######## stack_cmd_ctrl_flat ########
==> stack_cmd_ctrl_flat/layer_met2.png <==
Cells faint in the background.
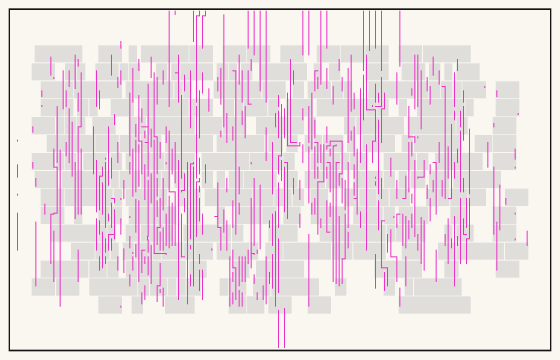

### config.mk
export PLATFORM = sky130hd
export DESIGN_NAME = stack_cmd_ctrl_flat
export DESIGN_NICKNAME = d
export VERILOG_FILES = /design/src/rtl/stack_pkg.sv /design/src/rtl/stack_cmd_ctrl_if.sv /design/src/rtl/stack_cmd_ctrl.sv /design/src/flat_wrapper.sv
export SDC_FILE = /design/constraint.sdc
export NUM_CORES = 1
export LEC_CHECK = 0
export CAP_MARGIN = 15
export CORE_ASPECT_RATIO = 0.6
export CORE_MARGIN = 3
export CORE_UTILIZATION = 50
export DETAILED_ROUTE_END_ITERATION = 10
export GPL_ROUTABILITY_DRIVEN = 1
export HOLD_SLACK_MARGIN = 0.03
export PLACE_DENSITY = 0.92
export SETUP_SLACK_MARGIN = 0.15
export SLEW_MARGIN = 20
export SYNTH_ARGS = -nofsm -noshare
export SYNTH_HDL_FRONTEND = slang
export SYNTH_SLANG_ARGS = --single-unit
### constraint.sdc
create_clock -name clk -period 3.5 [get_ports clk]
set_clock_uncertainty 0.05 [all_clocks]
set_input_delay 0.7 -clock clk [delete_from_list [all_inputs] [get_ports clk]]
set_output_delay 0.7 -clock clk [all_outputs]
set_load 0.01 [all_outputs]
### src/rtl/stack_pkg.sv
// ---------------------------------------------------------------------------
// stack_pkg
// Shared constants and types for the LIFO stack and its command front-end.
//   DATA_W   : stack data width
//   DEPTH    : stack capacity in entries
//   DEPTH_W  : width of a depth count holding 0..DEPTH
//   OP_PUSH / OP_POP : command opcodes
//   STK_LAT  : clock edges from a push/pop strobe until the stack reports
//   state_t  : front-end FSM state encoding
// ---------------------------------------------------------------------------
package stack_pkg;

  localparam int DATA_W  = 8;
  localparam int DEPTH   = 16;
  localparam int DEPTH_W = $clog2(DEPTH + 1);

  localparam logic OP_PUSH = 1'b0;
  localparam logic OP_POP  = 1'b1;

  // The stack registers the strobe on the first edge and updates its state,
  // data_out and error on the second edge.
  localparam int STK_LAT = 2;

  typedef enum logic [2:0] {
    ST_IDLE    = 3'd0,
    ST_ISSUE   = 3'd1,
    ST_WAIT    = 3'd2,
    ST_CAPTURE = 3'd3,
    ST_RESP    = 3'd4
  } state_t;

endpackage

### src/rtl/stack_cmd_ctrl_if.sv
// ---------------------------------------------------------------------------
// stack_cmd_ctrl_if
// Command and response channels of the stack command front-end.
//   cmd_valid/cmd_ready : command handshake; cmd_op 0=push 1=pop,
//                         cmd_data is the push payload
//   rsp_valid/rsp_ready : response handshake; rsp_data popped value,
//                         rsp_error stack over/underflow, rsp_depth depth
//                         after the command
// Modports: master = command source / response sink, slave = controller.
// ---------------------------------------------------------------------------
interface stack_cmd_ctrl_if #(
  parameter int DATA_W  = stack_pkg::DATA_W,
  parameter int DEPTH_W = stack_pkg::DEPTH_W
);

  logic               cmd_valid;
  logic               cmd_ready;
  logic               cmd_op;
  logic [DATA_W-1:0]  cmd_data;
  logic               rsp_valid;
  logic               rsp_ready;
  logic [DATA_W-1:0]  rsp_data;
  logic               rsp_error;
  logic [DEPTH_W-1:0] rsp_depth;

  modport master (
    output cmd_valid, cmd_op, cmd_data, rsp_ready,
    input  cmd_ready, rsp_valid, rsp_data, rsp_error, rsp_depth
  );

  modport slave (
    input  cmd_valid, cmd_op, cmd_data, rsp_ready,
    output cmd_ready, rsp_valid, rsp_data, rsp_error, rsp_depth
  );

endinterface

### src/rtl/stack_cmd_ctrl.sv
// ---------------------------------------------------------------------------
// stack_cmd_ctrl
// Command front-end for the LIFO stack. Accepts one push/pop command at a
// time, pulses the stack's push/pop for one cycle, waits out the stack
// latency, then returns popped data, the stack error flag and a shadow depth
// count on the response channel. All outputs are registered.
// Ports:
//   clk, reset     : clock, synchronous active-high reset
//   bus            : command/response channels (slave modport)
//   stk_push/pop   : one-cycle strobes to the stack
//   stk_data_in    : push payload to the stack
//   stk_data_out   : popped value from the stack
//   stk_error      : stack over/underflow flag (valid only in CAPTURE)
//   empty, full    : shadow depth == 0 / == DEPTH
// ---------------------------------------------------------------------------
module stack_cmd_ctrl #(
  parameter int DATA_W  = stack_pkg::DATA_W,
  parameter int DEPTH   = stack_pkg::DEPTH,
  parameter int DEPTH_W = stack_pkg::DEPTH_W
) (
  input  logic              clk,
  input  logic              reset,
  stack_cmd_ctrl_if.slave   bus,
  output logic              stk_push,
  output logic              stk_pop,
  output logic [DATA_W-1:0] stk_data_in,
  input  logic [DATA_W-1:0] stk_data_out,
  input  logic              stk_error,
  output logic              empty,
  output logic              full
);

  import stack_pkg::*;

  // WAIT lasts STK_LAT-1 cycles so that CAPTURE lines up with the cycle in
  // which the stack presents its result (STK_LAT >= 2).
  localparam logic [3:0] WAIT_CNT_INIT = 4'(STK_LAT - 2);

  state_t             state_q;
  logic               op_q;
  logic [3:0]         wait_cnt_q;
  logic               cmd_ready_q;
  logic               rsp_valid_q;
  logic [DATA_W-1:0]  rsp_data_q;
  logic               rsp_error_q;
  logic               stk_push_q;
  logic               stk_pop_q;
  logic [DATA_W-1:0]  stk_data_in_q;
  logic [DEPTH_W-1:0] depth_q;
  logic               empty_q;
  logic               full_q;

  logic [DEPTH_W-1:0] depth_d;
  logic [DATA_W-1:0]  rsp_data_d;

  // Outcome of the in-flight command, meaningful only while in CAPTURE.
  // An errored command leaves the depth alone and returns zero data.
  always_comb begin
    depth_d    = depth_q;
    rsp_data_d = '0;
    if (!stk_error) begin
      if (op_q == OP_PUSH) begin
        depth_d = depth_q + DEPTH_W'(1);
      end else begin
        depth_d    = depth_q - DEPTH_W'(1);
        rsp_data_d = stk_data_out;
      end
    end
  end

  always_ff @(posedge clk) begin
    if (reset) begin
      state_q       <= ST_IDLE;
      op_q          <= OP_PUSH;
      wait_cnt_q    <= '0;
      cmd_ready_q   <= 1'b1;
      rsp_valid_q   <= 1'b0;
      rsp_data_q    <= '0;
      rsp_error_q   <= 1'b0;
      stk_push_q    <= 1'b0;
      stk_pop_q     <= 1'b0;
      stk_data_in_q <= '0;
      depth_q       <= '0;
      empty_q       <= 1'b1;
      full_q        <= 1'b0;
    end else begin
      case (state_q)
        ST_IDLE: begin
          // Strobes are raised on the accept edge so they are high for
          // exactly the ISSUE cycle. No local suppression on full/empty.
          if (bus.cmd_valid) begin
            op_q          <= bus.cmd_op;
            stk_data_in_q <= bus.cmd_data;
            stk_push_q    <= (bus.cmd_op == OP_PUSH);
            stk_pop_q     <= (bus.cmd_op == OP_POP);
            cmd_ready_q   <= 1'b0;
            state_q       <= ST_ISSUE;
          end
        end
        ST_ISSUE: begin
          stk_push_q <= 1'b0;
          stk_pop_q  <= 1'b0;
          wait_cnt_q <= WAIT_CNT_INIT;
          state_q    <= ST_WAIT;
        end
        ST_WAIT: begin
          if (wait_cnt_q == '0) begin
            state_q <= ST_CAPTURE;
          end else begin
            wait_cnt_q <= wait_cnt_q - 4'd1;
          end
        end
        ST_CAPTURE: begin
          // The stack clears error one cycle later, so this is the only
          // cycle in which stk_error belongs to the current command.
          rsp_valid_q <= 1'b1;
          rsp_data_q  <= rsp_data_d;
          rsp_error_q <= stk_error;
          depth_q     <= depth_d;
          empty_q     <= (depth_d == '0);
          full_q      <= (depth_d == DEPTH_W'(DEPTH));
          state_q     <= ST_RESP;
        end
        ST_RESP: begin
          if (bus.rsp_ready) begin
            rsp_valid_q <= 1'b0;
            cmd_ready_q <= 1'b1;
            state_q     <= ST_IDLE;
          end
        end
        default: begin
          stk_push_q  <= 1'b0;
          stk_pop_q   <= 1'b0;
          rsp_valid_q <= 1'b0;
          cmd_ready_q <= 1'b1;
          state_q     <= ST_IDLE;
        end
      endcase
    end
  end

  assign bus.cmd_ready = cmd_ready_q;
  assign bus.rsp_valid = rsp_valid_q;
  assign bus.rsp_data  = rsp_data_q;
  assign bus.rsp_error = rsp_error_q;
  assign bus.rsp_depth = depth_q;
  assign stk_push      = stk_push_q;
  assign stk_pop       = stk_pop_q;
  assign stk_data_in   = stk_data_in_q;
  assign empty         = empty_q;
  assign full          = full_q;

endmodule

### src/flat_wrapper.sv
// flat-port wrapper written by rule: the top's interface ports become plain ports
module stack_cmd_ctrl_flat import stack_pkg::*;
#(
  parameter int DATA_W  = stack_pkg::DATA_W,
  parameter int DEPTH   = stack_pkg::DEPTH,
  parameter int DEPTH_W = stack_pkg::DEPTH_W
)
  (clk, reset, stk_push, stk_pop, stk_data_in, stk_data_out, stk_error, empty, full, bus_cmd_valid, bus_cmd_op, bus_cmd_data, bus_rsp_ready, bus_cmd_ready, bus_rsp_valid, bus_rsp_data, bus_rsp_error, bus_rsp_depth);
  stack_cmd_ctrl_if #(.DATA_W(DATA_W), .DEPTH_W(DEPTH_W)) bus_i ();
  input  logic clk;
  input  logic reset;
  output logic stk_push;
  output logic stk_pop;
  output logic [DATA_W-1:0] stk_data_in;
  input  logic [DATA_W-1:0] stk_data_out;
  input  logic stk_error;
  output logic empty;
  output logic full;
  input wire logic [$bits(bus_i.cmd_valid)-1:0] bus_cmd_valid;
  input wire logic [$bits(bus_i.cmd_op)-1:0] bus_cmd_op;
  input wire logic [$bits(bus_i.cmd_data)-1:0] bus_cmd_data;
  input wire logic [$bits(bus_i.rsp_ready)-1:0] bus_rsp_ready;
  output wire logic [$bits(bus_i.cmd_ready)-1:0] bus_cmd_ready;
  output wire logic [$bits(bus_i.rsp_valid)-1:0] bus_rsp_valid;
  output wire logic [$bits(bus_i.rsp_data)-1:0] bus_rsp_data;
  output wire logic [$bits(bus_i.rsp_error)-1:0] bus_rsp_error;
  output wire logic [$bits(bus_i.rsp_depth)-1:0] bus_rsp_depth;
  assign bus_i.cmd_valid = bus_cmd_valid;
  assign bus_i.cmd_op = bus_cmd_op;
  assign bus_i.cmd_data = bus_cmd_data;
  assign bus_i.rsp_ready = bus_rsp_ready;
  assign bus_cmd_ready = bus_i.cmd_ready;
  assign bus_rsp_valid = bus_i.rsp_valid;
  assign bus_rsp_data = bus_i.rsp_data;
  assign bus_rsp_error = bus_i.rsp_error;
  assign bus_rsp_depth = bus_i.rsp_depth;
  stack_cmd_ctrl #(.DATA_W(DATA_W), .DEPTH(DEPTH), .DEPTH_W(DEPTH_W)) u_core (.clk(clk), .reset(reset), .bus(bus_i), .stk_push(stk_push), .stk_pop(stk_pop), .stk_data_in(stk_data_in), .stk_data_out(stk_data_out), .stk_error(stk_error), .empty(empty), .full(full));
endmodule
######## dac_spi_scheduler ########
<file path="src/rtl/dac_spi_scheduler.sv">
// Boot-table sequencer and two-requester round-robin arbiter for the shared
// DAC SPI command bus; exactly one driver command is in flight at a time.
module dac_spi_scheduler #(
  parameter int BOOT_DLY = 1024,
  parameter int CMD_WAIT = 64,
  parameter int NUM_INIT = 4,
  parameter logic [NUM_INIT*32-1:0] INIT_TABLE = {NUM_INIT{32'h0000_0000}}
) (
  input  logic        clk_in,
  input  logic        rst_in,
  input  logic        req0_in,
  input  logic        req1_in,
  input  logic [15:0] addr0_in,
  input  logic [15:0] addr1_in,
  input  logic [15:0] data0_in,
  input  logic [15:0] data1_in,
  input  logic        sel0_in,
  input  logic        sel1_in,
  output logic        gnt0_out,
  output logic        gnt1_out,
  output logic        done0_out,
  output logic        done1_out,
  output logic [15:0] rdata0_out,
  output logic [15:0] rdata1_out,
  output logic        dac0_trig_out,
  output logic        dac1_trig_out,
  output logic [15:0] cmd_addr_out,
  output logic [15:0] cmd_data_out,
  input  logic [15:0] dac0_rdata_in,
  input  logic [15:0] dac1_rdata_in,
  output logic        init_done_out,
  output logic        busy_out
);

  localparam int CNT_MAX = (BOOT_DLY > CMD_WAIT) ? BOOT_DLY : CMD_WAIT;
  localparam int CNT_W   = $clog2(CNT_MAX + 1);
  localparam int IDX_W   = $clog2(2 * NUM_INIT + 1);
  localparam logic [CNT_W-1:0] BOOT_LAST = CNT_W'(BOOT_DLY - 1);
  localparam logic [CNT_W-1:0] WAIT_LAST = CNT_W'(CMD_WAIT - 1);
  localparam logic [IDX_W-1:0] IDX_LAST  = IDX_W'(2 * NUM_INIT - 1);
  localparam logic [IDX_W-1:0] IDX_DAC1  = IDX_W'(NUM_INIT);

  typedef enum logic [2:0] {
    S_BOOT, S_INIT_ISSUE, S_INIT_WAIT, S_ARB, S_ISSUE, S_WAIT, S_DONE
  } state_t;

  state_t           state_reg, state_next;
  logic [CNT_W-1:0] cnt_reg, cnt_next;
  logic [IDX_W-1:0] idx_reg, idx_next;
  logic             rr_reg, rr_next;
  logic             owner_reg, owner_next;
  logic             sel_reg, sel_next;
  logic [15:0]      cmd_addr_reg, cmd_addr_next;
  logic [15:0]      cmd_data_reg, cmd_data_next;
  logic [15:0]      rdata0_reg, rdata0_next;
  logic [15:0]      rdata1_reg, rdata1_next;
  logic             init_done_reg, init_done_next;

  logic [31:0]      init_entry [NUM_INIT];
  logic [IDX_W-1:0] load_idx, load_tbl_idx;
  logic [31:0]      load_entry;
  logic             load_boot;
  logic             pick;

  generate
    for (genvar gi = 0; gi < NUM_INIT; gi++) begin : g_tbl
      assign init_entry[gi] = INIT_TABLE[32*gi +: 32];
    end
  endgenerate

  // Entry for the next INIT_ISSUE: 0 when leaving BOOT, else the following index.
  always_comb begin
    load_idx     = (state_reg == S_BOOT) ? '0 : idx_reg + IDX_W'(1);
    load_tbl_idx = (load_idx >= IDX_DAC1) ? load_idx - IDX_DAC1 : load_idx;
    load_entry   = '0;
    for (int i = 0; i < NUM_INIT; i++) begin
      if (load_tbl_idx == IDX_W'(i)) load_entry = init_entry[i];
    end
  end

  always_comb begin
    state_next     = state_reg;
    cnt_next       = '0;
    idx_next       = idx_reg;
    rr_next        = rr_reg;
    owner_next     = owner_reg;
    sel_next       = sel_reg;
    cmd_addr_next  = cmd_addr_reg;
    cmd_data_next  = cmd_data_reg;
    rdata0_next    = rdata0_reg;
    rdata1_next    = rdata1_reg;
    init_done_next = init_done_reg;
    load_boot      = 1'b0;
    pick           = 1'b0;
    case (state_reg)
      S_BOOT: begin
        cnt_next = cnt_reg + CNT_W'(1);
        if (cnt_reg == BOOT_LAST) begin
          cnt_next   = '0;
          load_boot  = 1'b1;
          state_next = S_INIT_ISSUE;
        end
      end
      S_INIT_ISSUE: state_next = S_INIT_WAIT;
      S_INIT_WAIT: begin
        cnt_next = cnt_reg + CNT_W'(1);
        if (cnt_reg == WAIT_LAST) begin
          cnt_next = '0;
          idx_next = idx_reg + IDX_W'(1);
          if (idx_reg == IDX_LAST) begin
            init_done_next = 1'b1;
            state_next     = S_ARB;
          end else begin
            load_boot  = 1'b1;
            state_next = S_INIT_ISSUE;
          end
        end
      end
      S_ARB: begin
        if (req0_in || req1_in) begin
          // With both pending the pointer decides; a lone request always wins.
          pick = (req0_in && req1_in) ? rr_reg : req1_in;
          if (req0_in && req1_in) rr_next = ~rr_reg;
          owner_next    = pick;
          sel_next      = pick ? sel1_in  : sel0_in;
          cmd_addr_next = pick ? addr1_in : addr0_in;
          cmd_data_next = pick ? data1_in : data0_in;
          state_next    = S_ISSUE;
        end
      end
      S_ISSUE: state_next = S_WAIT;
      S_WAIT: begin
        cnt_next = cnt_reg + CNT_W'(1);
        if (cnt_reg == WAIT_LAST) begin
          cnt_next = '0;
          if (owner_reg) rdata1_next = sel_reg ? dac1_rdata_in : dac0_rdata_in;
          else           rdata0_next = sel_reg ? dac1_rdata_in : dac0_rdata_in;
          state_next = S_DONE;
        end
      end
      S_DONE: state_next = S_ARB;
      default: state_next = S_BOOT;
    endcase
    if (load_boot) begin
      sel_next      = (load_idx >= IDX_DAC1);
      cmd_addr_next = load_entry[31:16];
      cmd_data_next = load_entry[15:0];
    end
  end

  always_ff @(posedge clk_in) begin
    if (rst_in) begin
      state_reg     <= S_BOOT;
      cnt_reg       <= '0;
      idx_reg       <= '0;
      rr_reg        <= 1'b0;
      owner_reg     <= 1'b0;
      sel_reg       <= 1'b0;
      cmd_addr_reg  <= '0;
      cmd_data_reg  <= '0;
      rdata0_reg    <= '0;
      rdata1_reg    <= '0;
      init_done_reg <= 1'b0;
    end else begin
      state_reg     <= state_next;
      cnt_reg       <= cnt_next;
      idx_reg       <= idx_next;
      rr_reg        <= rr_next;
      owner_reg     <= owner_next;
      sel_reg       <= sel_next;
      cmd_addr_reg  <= cmd_addr_next;
      cmd_data_reg  <= cmd_data_next;
      rdata0_reg    <= rdata0_next;
      rdata1_reg    <= rdata1_next;
      init_done_reg <= init_done_next;
    end
  end

  // Strobes decode straight from registered state, so they are clean one-cycle pulses.
  assign dac0_trig_out = ((state_reg == S_INIT_ISSUE) || (state_reg == S_ISSUE)) && !sel_reg;
  assign dac1_trig_out = ((state_reg == S_INIT_ISSUE) || (state_reg == S_ISSUE)) &&  sel_reg;
  assign gnt0_out      = (state_reg == S_ISSUE) && !owner_reg;
  assign gnt1_out      = (state_reg == S_ISSUE) &&  owner_reg;
  assign done0_out     = (state_reg == S_DONE)  && !owner_reg;
  assign done1_out     = (state_reg == S_DONE)  &&  owner_reg;
  assign busy_out      = (state_reg == S_ISSUE) || (state_reg == S_WAIT);
  assign cmd_addr_out  = cmd_addr_reg;
  assign cmd_data_out  = cmd_data_reg;
  assign rdata0_out    = rdata0_reg;
  assign rdata1_out    = rdata1_reg;
  assign init_done_out = init_done_reg;

endmodule

</file>
<file path="config.mk">
export PLATFORM = sky130hd
export DESIGN_NAME = dac_spi_scheduler
export DESIGN_NICKNAME = d
export VERILOG_FILES = /design/src/rtl/dac_spi_scheduler.sv
export SDC_FILE = /design/constraint.sdc
export NUM_CORES = 1
export LEC_CHECK = 0
export ABC_AREA = 0
export CAP_MARGIN = 10
export CORE_MARGIN = 3
export CORE_UTILIZATION = 43
export CTS_CLUSTER_SIZE = 16
export DETAILED_ROUTE_END_ITERATION = 10
export GPL_ROUTABILITY_DRIVEN = 0
export PLACE_DENSITY_LB_ADDON = 0.2
export RECOVER_POWER = 100
export SETUP_SLACK_MARGIN = 0.2
export SLEW_MARGIN = 30
export SYNTH_ARGS = -nofsm -noshare
export SYNTH_HDL_FRONTEND = slang
export SYNTH_SLANG_ARGS = --single-unit
</file>
<file path="constraint.sdc">
create_clock -name clk_in -period 2.51 [get_ports clk_in]
set_input_delay 0.6275 -clock clk_in [delete_from_list [all_inputs] [get_ports clk_in]]
set_output_delay 0.6275 -clock clk_in [all_outputs]
set_load 0.005 [all_outputs]
</file>
==> stack_cmd_ctrl_flat/placement_by_type.png <==
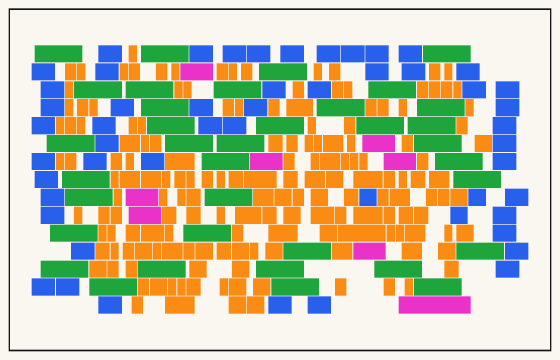
blue -> other buffers and delay cells  # cells 52
orange -> combinational and other logic  # cells 163
green -> flops  # cells 36
magenta -> clock drivers and dummy loads  # cells 8
fin area: 2360 sq um
fraction of area in registers: 30.5%
num rows: 15
total core area: 3080 sq um
Final Util: 76.8%

Notes on stack_cmd_ctrl_flat/layer_met2.png above:
main direction = vertical
longest straight run = 24.8 um
nets with wire on the layer = 233
share of all routed wire = 44%
wirelength, routed: 4270 um
via count: 1,679

==> results.yml, stack_cmd_ctrl_flat <==
# implementation run metrics
clock_network:
  path_clk_slew_ns: 0.07
  numCtsBuffers: 5
  cts_resized: 0
  cts_tree: "done"
  cts_buffer_depth: 2
synthesis:
  ys_top_cells_by_area: "dfxtp_1 (42%), a21oi_1 (8.4%), nand2_1 (7.2%), ha_1 (3.6%), nor2_1 (3.3%)"
  synth_top_cell_by_count: "dfxtp_1"
  synthCells: 212
  ys_types: 42
  top_area_cell: "dfxtp_1"
finish:
  antenna_cells: 0
  seq_cells: 36
  final_cell_mix: "clkdlybuf4s50_1 (49), dfxtp_1 (36), nand2_1 (33), a21oi_1 (29), nor2_1 (15)"
  combGateArea_sq_um: 926
  largest_class: "logic gates"
  area_delta_synth_final_pct: 36.9
  num-nonclk-buffers: 52
  stdcell_count: 301
  nets: 286
  seq_area_sq_um: 721
  comb_share_pct: 39.2
  clock_buffers: 7
place:
  postPlaceCellArea_sq_um: 2240
  place.gp.congestion: 0.791
  place_ws_ns: 0.987
critical_path:
  endpoint_kind: "register"
  reg2reg_from: "u_core.op_q"
  cp-endpoint: "u_core.full"
  criticalPathCategory: "input port to register"
timing:
  grt_setup_unrepaired: "no"
  maxSlewViolCount: 0
  worstMarginPinSlew_ns: 0.556
  holdWs_ns: 0.401
floorplan:
  floorplan.core_util_pct: 56.1
run_status:
  status: "finished clean"
drt:
  top_layer: "met4"
  drtIter0Drc: 193
power_and_ir_drop:
  seqPwrFrac_pct: 44.5
  swShare_pct: 25.1
  comb_power_mw: 0.168
min_path:
  holdPathStages: 2
  holdCritStartpoint: "u_core.bus.rsp_data[4]"
global_routing:
  use_met2_pct: 34.2
  grt_overflow: 0
  grt_use_total_pct: 22.5
-- stack_cmd_ctrl_flat: cell families after synthesis --
| family | after synthesis | synth area share [%] |
|---|---|---|
| and+or+nand+nor | 89 | 26.1 |
| AOI/OAI and AO/OA | 56 | 19.9 |
| DFF | 36 | 41.7 |
| buffers and inverters | 20 | 4.71 |
| adders and majority gates | 6 | 4.78 |
| muxes | 3 | 1.81 |
| xor gates and xnor gates | 2 | 1.01 |
-- stack_cmd_ctrl_flat: critical path, stage by stage --
cell and delay [ns]:
clkdlybuf4s50_1 0.77, nor4b_1 0.29, a31oi_1 0.09, or3_1 0.33
o31ai_1 0.18
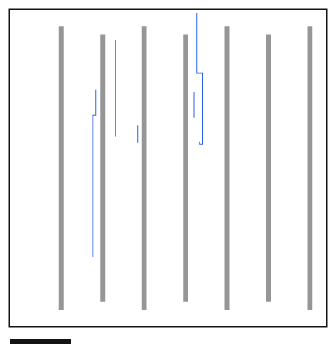
(dac_spi_scheduler/layer_met4.png)
The bar under the picture is 20 um long. Supply wires on this layer in grey.
longest straight run = 46.2 um
wire length on this layer = 147 um
nets with wire on the layer = 4
main direction = vertical
wirelength, routed: 11,700 um
via count: 3,902

==> results.yml, dac_spi_scheduler <==
# implementation run metrics
power_and_ir_drop:
  seqPwrFrac_pct: 47.2
  top_power_group: "sequential cells"
  p_int_mw: 2.21
  p_clk_mw: 0.892
  power_frac_comb_pct: 24.2
critical_path:
  start_kind: "register"
  cp_num_cells: 4
  reg2reg_depth: 5
  cp_cell_sequence: "inv_1 > nand2_2 > nor3b_2 > clkdlybuf4s50_1"
  slowest_stage: "clkdlybuf4s50_1"
  endpoint_kind: "output port"
finish:
  num-nonclk-buffers: 191
  comb_cells: 314
  drive_above_1_share_pct: 10.9
  buf_share_pct: 30.5
synthesis:
  synth_top_cell_by_count: "dfxtp_1"
  ys_cells: 442
  top_cells_by_count: "dfxtp_1 (86), nor2_1 (59), mux2i_1 (51), nand2_1 (40), a2111oi_0 (32)"
  synth_nets: 546
run_status:
  status: "finished clean"
timing:
  tns_ns: 0
  clock_skew_ns: 0.0130
  hold_viol_final: 0
  relSlewSlack_pct: 59.6
  maxSlewViolCount: 0
drt:
  ant_nets: 0
floorplan:
  chipArea_sq_um: 10700
place:
  place_ws_ns: 0.137
==> dac_spi_scheduler: logic make-up after synthesis <==
kind of cell	count (synthesis)	synth area share, %
AND/OR/NAND/NOR	145	17.0
AND-OR/OR-AND	88	16.0
flip-flops	86	42.1
multiplexers	68	17.2
buffers and inverters	42	4.75
XOR/XNOR	11	2.36
adder cells (fa/ha/maj)	2	0.612
==> dac_spi_scheduler: timing repair <==
action | CTS | global route
gates resized | 9 | 4
pin swaps | 0 | 0
buffers inserted | 3 | 2
endpoints found under the setup margin | 7 | 4

######## inst_seq_ctrl ########
[config.mk]
export PLATFORM = sky130hd
export DESIGN_NAME = inst_seq_ctrl
export DESIGN_NICKNAME = d
export VERILOG_FILES = /design/src/rtl/inst_seq_ctrl.sv
export SDC_FILE = /design/constraint.sdc
export NUM_CORES = 1
export LEC_CHECK = 0
export ABC_AREA = 1
export ABC_CLOCK_PERIOD_IN_PS = 1900
export CORE_ASPECT_RATIO = 1.5
export CORE_MARGIN = 10
export CORE_UTILIZATION = 33
export CTS_CLUSTER_DIAMETER = 30
export DETAILED_ROUTE_END_ITERATION = 8
export GPL_TIMING_DRIVEN = 0
export PLACE_DENSITY = 0.78
export SYNTH_ARGS = -nofsm -noshare
export SYNTH_HDL_FRONTEND = slang
export SYNTH_SLANG_ARGS = --single-unit
[constraint.sdc]
create_clock -name clk -period 1.9 [get_ports clk]
set_clock_uncertainty 0.1 [all_clocks]
set_input_delay 0.57 -clock clk [delete_from_list [all_inputs] [get_ports clk]]
set_output_delay 0.57 -clock clk [all_outputs]
set_load 0.005 [all_outputs]
[src/rtl/inst_seq_ctrl.sv]
// Instruction-buffer sequencer: streams host words into inst_buff while idle, then fetches and issues a run from PC 0.
// Defining INST_SEQ_STEP_EN adds step_mode/step inputs and a PAUSE state for single-stepping.
module inst_seq_ctrl #(
    parameter int         INST_WIDTH = 25,
    parameter int         INST_COUNT = 64,
    parameter logic [1:0] HALT_OP    = 2'b11,
    localparam int        PC_W       = $clog2(INST_COUNT)
) (
    input  logic                  clk,
    input  logic                  reset,
    input  logic                  load_valid,
    input  logic [INST_WIDTH-1:0] load_data,
    output logic                  load_ready,
    input  logic                  load_clear,
    input  logic                  start,
    input  logic                  abort,
`ifdef INST_SEQ_STEP_EN
    input  logic                  step_mode,
    input  logic                  step,
`endif
    output logic                  buf_write_en,
    output logic [PC_W-1:0]       buf_write_addr,
    output logic [INST_WIDTH-1:0] buf_write_data,
    output logic [PC_W-1:0]       buf_addr,
    input  logic [INST_WIDTH-1:0] buf_data,
    output logic                  issue_valid,
    input  logic                  issue_ready,
    output logic [INST_WIDTH-1:0] issue_inst,
    output logic [PC_W-1:0]       issue_pc,
    output logic                  busy,
    output logic                  done,
    output logic [PC_W:0]         load_count
);

    localparam logic [PC_W:0]   COUNT_MAX = (PC_W + 1)'(INST_COUNT);
    localparam logic [PC_W-1:0] LAST_PC   = PC_W'(INST_COUNT - 1);

    typedef enum logic [2:0] {
        S_IDLE,
        S_FETCH,
        S_ISSUE,
        S_DONE
`ifdef INST_SEQ_STEP_EN
        , S_PAUSE
`endif
    } state_t;

    state_t                state_q, state_d;
    logic [PC_W-1:0]       pc_q, pc_d;
    logic [PC_W:0]         load_count_q, load_count_d;
    logic [INST_WIDTH-1:0] issue_inst_q, issue_inst_d;
    logic [PC_W-1:0]       issue_pc_q, issue_pc_d;
    logic                  start_go;
    logic                  load_acc;
    logic                  pause_req;

    always_ff @(posedge clk) begin
        if (reset) begin
            state_q      <= S_IDLE;
            pc_q         <= '0;
            load_count_q <= '0;
            issue_inst_q <= '0;
            issue_pc_q   <= '0;
        end else begin
            state_q      <= state_d;
            pc_q         <= pc_d;
            load_count_q <= load_count_d;
            issue_inst_q <= issue_inst_d;
            issue_pc_q   <= issue_pc_d;
        end
    end

`ifdef INST_SEQ_STEP_EN
    assign pause_req = step_mode;
`else
    assign pause_req = 1'b0;
`endif

    always_comb begin
        state_d      = state_q;
        pc_d         = pc_q;
        load_count_d = load_count_q;
        issue_inst_d = issue_inst_q;
        issue_pc_d   = issue_pc_q;
        load_ready   = 1'b0;
        load_acc     = 1'b0;
        issue_valid  = 1'b0;
        done         = 1'b0;
        // abort in IDLE only suppresses start; loading carries on
        start_go     = start && !abort;

        case (state_q)
            S_IDLE: begin
                load_ready = (load_count_q < COUNT_MAX) && !load_clear && !start_go;
                load_acc   = load_valid && load_ready;
                if (load_acc)
                    load_count_d = load_count_q + (PC_W + 1)'(1);
                if (load_clear)
                    load_count_d = '0;
                if (start_go) begin
                    pc_d    = '0;
                    state_d = S_FETCH;
                end
            end
            S_FETCH: begin
                issue_inst_d = buf_data;
                issue_pc_d   = pc_q;
                state_d = (buf_data[INST_WIDTH-1 -: 2] == HALT_OP) ? S_DONE : S_ISSUE;
            end
            S_ISSUE: begin
                issue_valid = 1'b1;
                if (issue_ready) begin
                    if (pc_q == LAST_PC) begin
                        state_d = S_DONE;
                    end else begin
                        pc_d    = pc_q + PC_W'(1);
                        state_d = pause_req ? state_t'(3'd4) : S_FETCH;
                    end
                end
            end
            S_DONE: begin
                done    = !abort;
                state_d = S_IDLE;
            end
`ifdef INST_SEQ_STEP_EN
            S_PAUSE: begin
                if (step)
                    state_d = S_FETCH;
            end
`endif
            default: state_d = S_IDLE;
        endcase

        if (abort && state_q != S_IDLE)
            state_d = S_IDLE;

        // Reset silences handshake outputs in the cycle it is sampled
        if (reset) begin
            load_ready  = 1'b0;
            load_acc    = 1'b0;
            issue_valid = 1'b0;
            done        = 1'b0;
        end
    end

    assign buf_write_en   = load_acc;
    assign buf_write_addr = load_acc ? load_count_q[PC_W-1:0] : '0;
    assign buf_write_data = load_acc ? load_data : '0;
    assign buf_addr       = pc_q;
    assign issue_inst     = issue_inst_q;
    assign issue_pc       = issue_pc_q;
    assign busy           = (state_q != S_IDLE);
    assign load_count     = load_count_q;

endmodule

==> results.yml <==
# implementation run metrics
run_status:
  status: "finished, violations left"
  violations: "setup timing"
synthesis:
  ys_area_sq_um: 2200
  yosysTopAreaCellShare_pct: 41.9
  ys_top_cells_by_area: "dfxtp_1 (42%), nor2_1 (17%), inv_1 (8.2%), o21ai_0 (8.0%), nand2_1 (6.8%)"
  async_reset_ff_share_pct: 0
  top_cells_by_count: "nor2_1 (97), inv_1 (48), dfxtp_1 (46), nand2_1 (40), o21ai_0 (35)"
place:
  place_ws_ns: -1.17
  place.gp.congestion: 0.901
  io_buffers: 135
  place_hpwl_um: 6480
finish:
  utilization_pct: 64.9
  area_delta_synth_final_pct: 91.5
timing:
  setup_viol: 35
  fin_ws_ns: -0.455
  maxSlewViolCount: 0
  max_freq_ghz: 0.425
  grt_setup_unrepaired: "yes"
drt:
  ant_nets: 0
  drc_errors: 0
power_and_ir_drop:
  power_density_nw_per_um2: 627
critical_path:
  cp_cell_sequence: "nor2_4 > nand2_2 > nor3_4 > nand2_4 > buf_4 > buf_12 > nor2_2 > buf_2"
  reg2reg_from: "state_q[0]"
clock_network:
  clock_latency_ns: 0.30
## power groups by stage
stage          logic [mW]  registers, mW  clock network [mW]
2_1_floorplan       0.303           1.15                   0
3_3_place_gp        0.752           1.14                   0
3_5_place_dp        0.762           1.15                   0
4_1_cts             0.864           1.13               0.650
5_1_grt             0.972           1.14               0.686
6_report            0.885           1.13               0.628
## area by class of cell
type	instances	area, sq um
fillers	547	2280
repair buffers	167	1570
multi-input cells	221	1180
flip-flops and latches	46	955
inverters	51	199
plain buffers	14	118
well taps	76	95.1
clock buffers	6	82.6
clock inverters	2	12.5
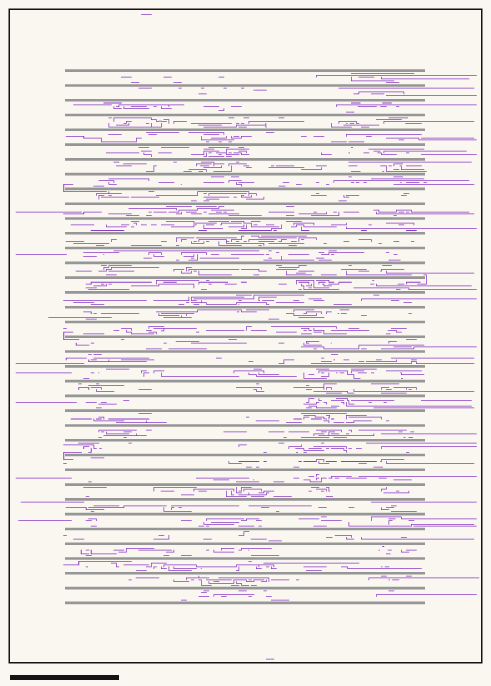
(inst_seq_ctrl/layer_met1.png)
The bar under the picture is 20 um long. Supply wires on this layer in grey.
nets with wire on the layer = 501
main direction = horizontal
share of all routed wire = 38%
longest straight run = 29.4 um
wire length on this layer = 3,330 um
via count: 2,770
GR Util met1: 16.1%
wirelength, routed: 8870 um

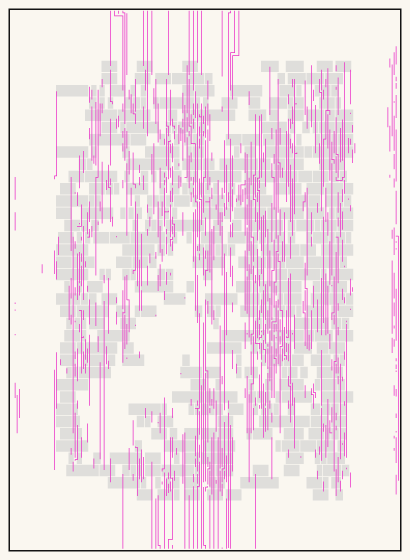
(inst_seq_ctrl/layer_met2.png)
Cells faint in the background.
longest straight run = 54.2 um
nets with wire on the layer = 484
main direction = vertical
met2 Usage GRT: 28.5%



==> notes/layouts.md <==
Pictures saved along the way, in no particular order.

M3 wires.
Plate I
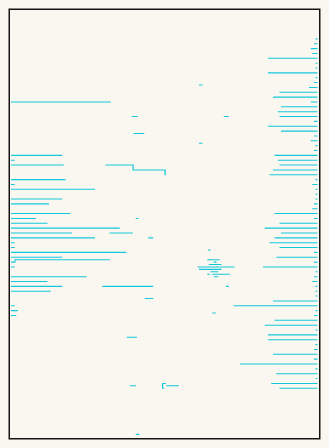
Plate II
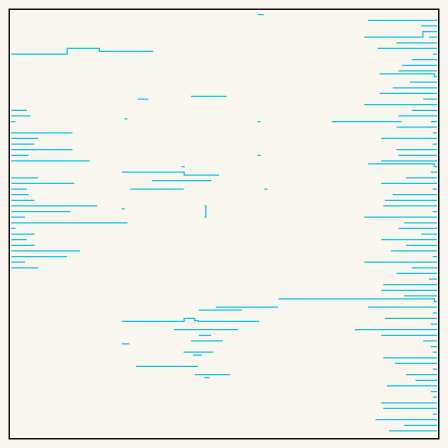
Plate III
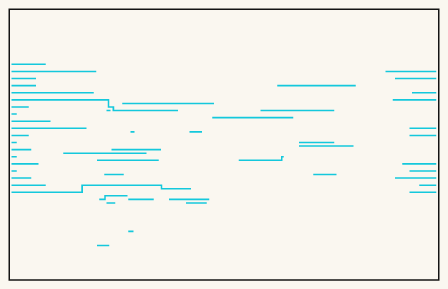
Plate I is inst_seq_ctrl.
Plate III is stack_cmd_ctrl_flat.
Plate II is dac_spi_scheduler.

Key to Plate III:
main direction = horizontal
longest straight run = 18.4 um
wire length on this layer = 388 um


==> screenshots <==
Track usage over the die.
panel A
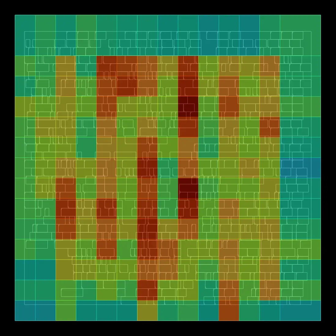
panel B
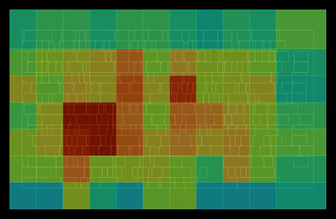
panel C
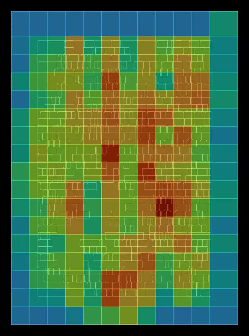
| from | picture |
|---|---|
| stack_cmd_ctrl_flat | panel B |
| inst_seq_ctrl | panel C |
| dac_spi_scheduler | panel A |
The one with the lowest track usage is panel C.

Power figures rest on the tool's default switching activity, not on a simulated workload.
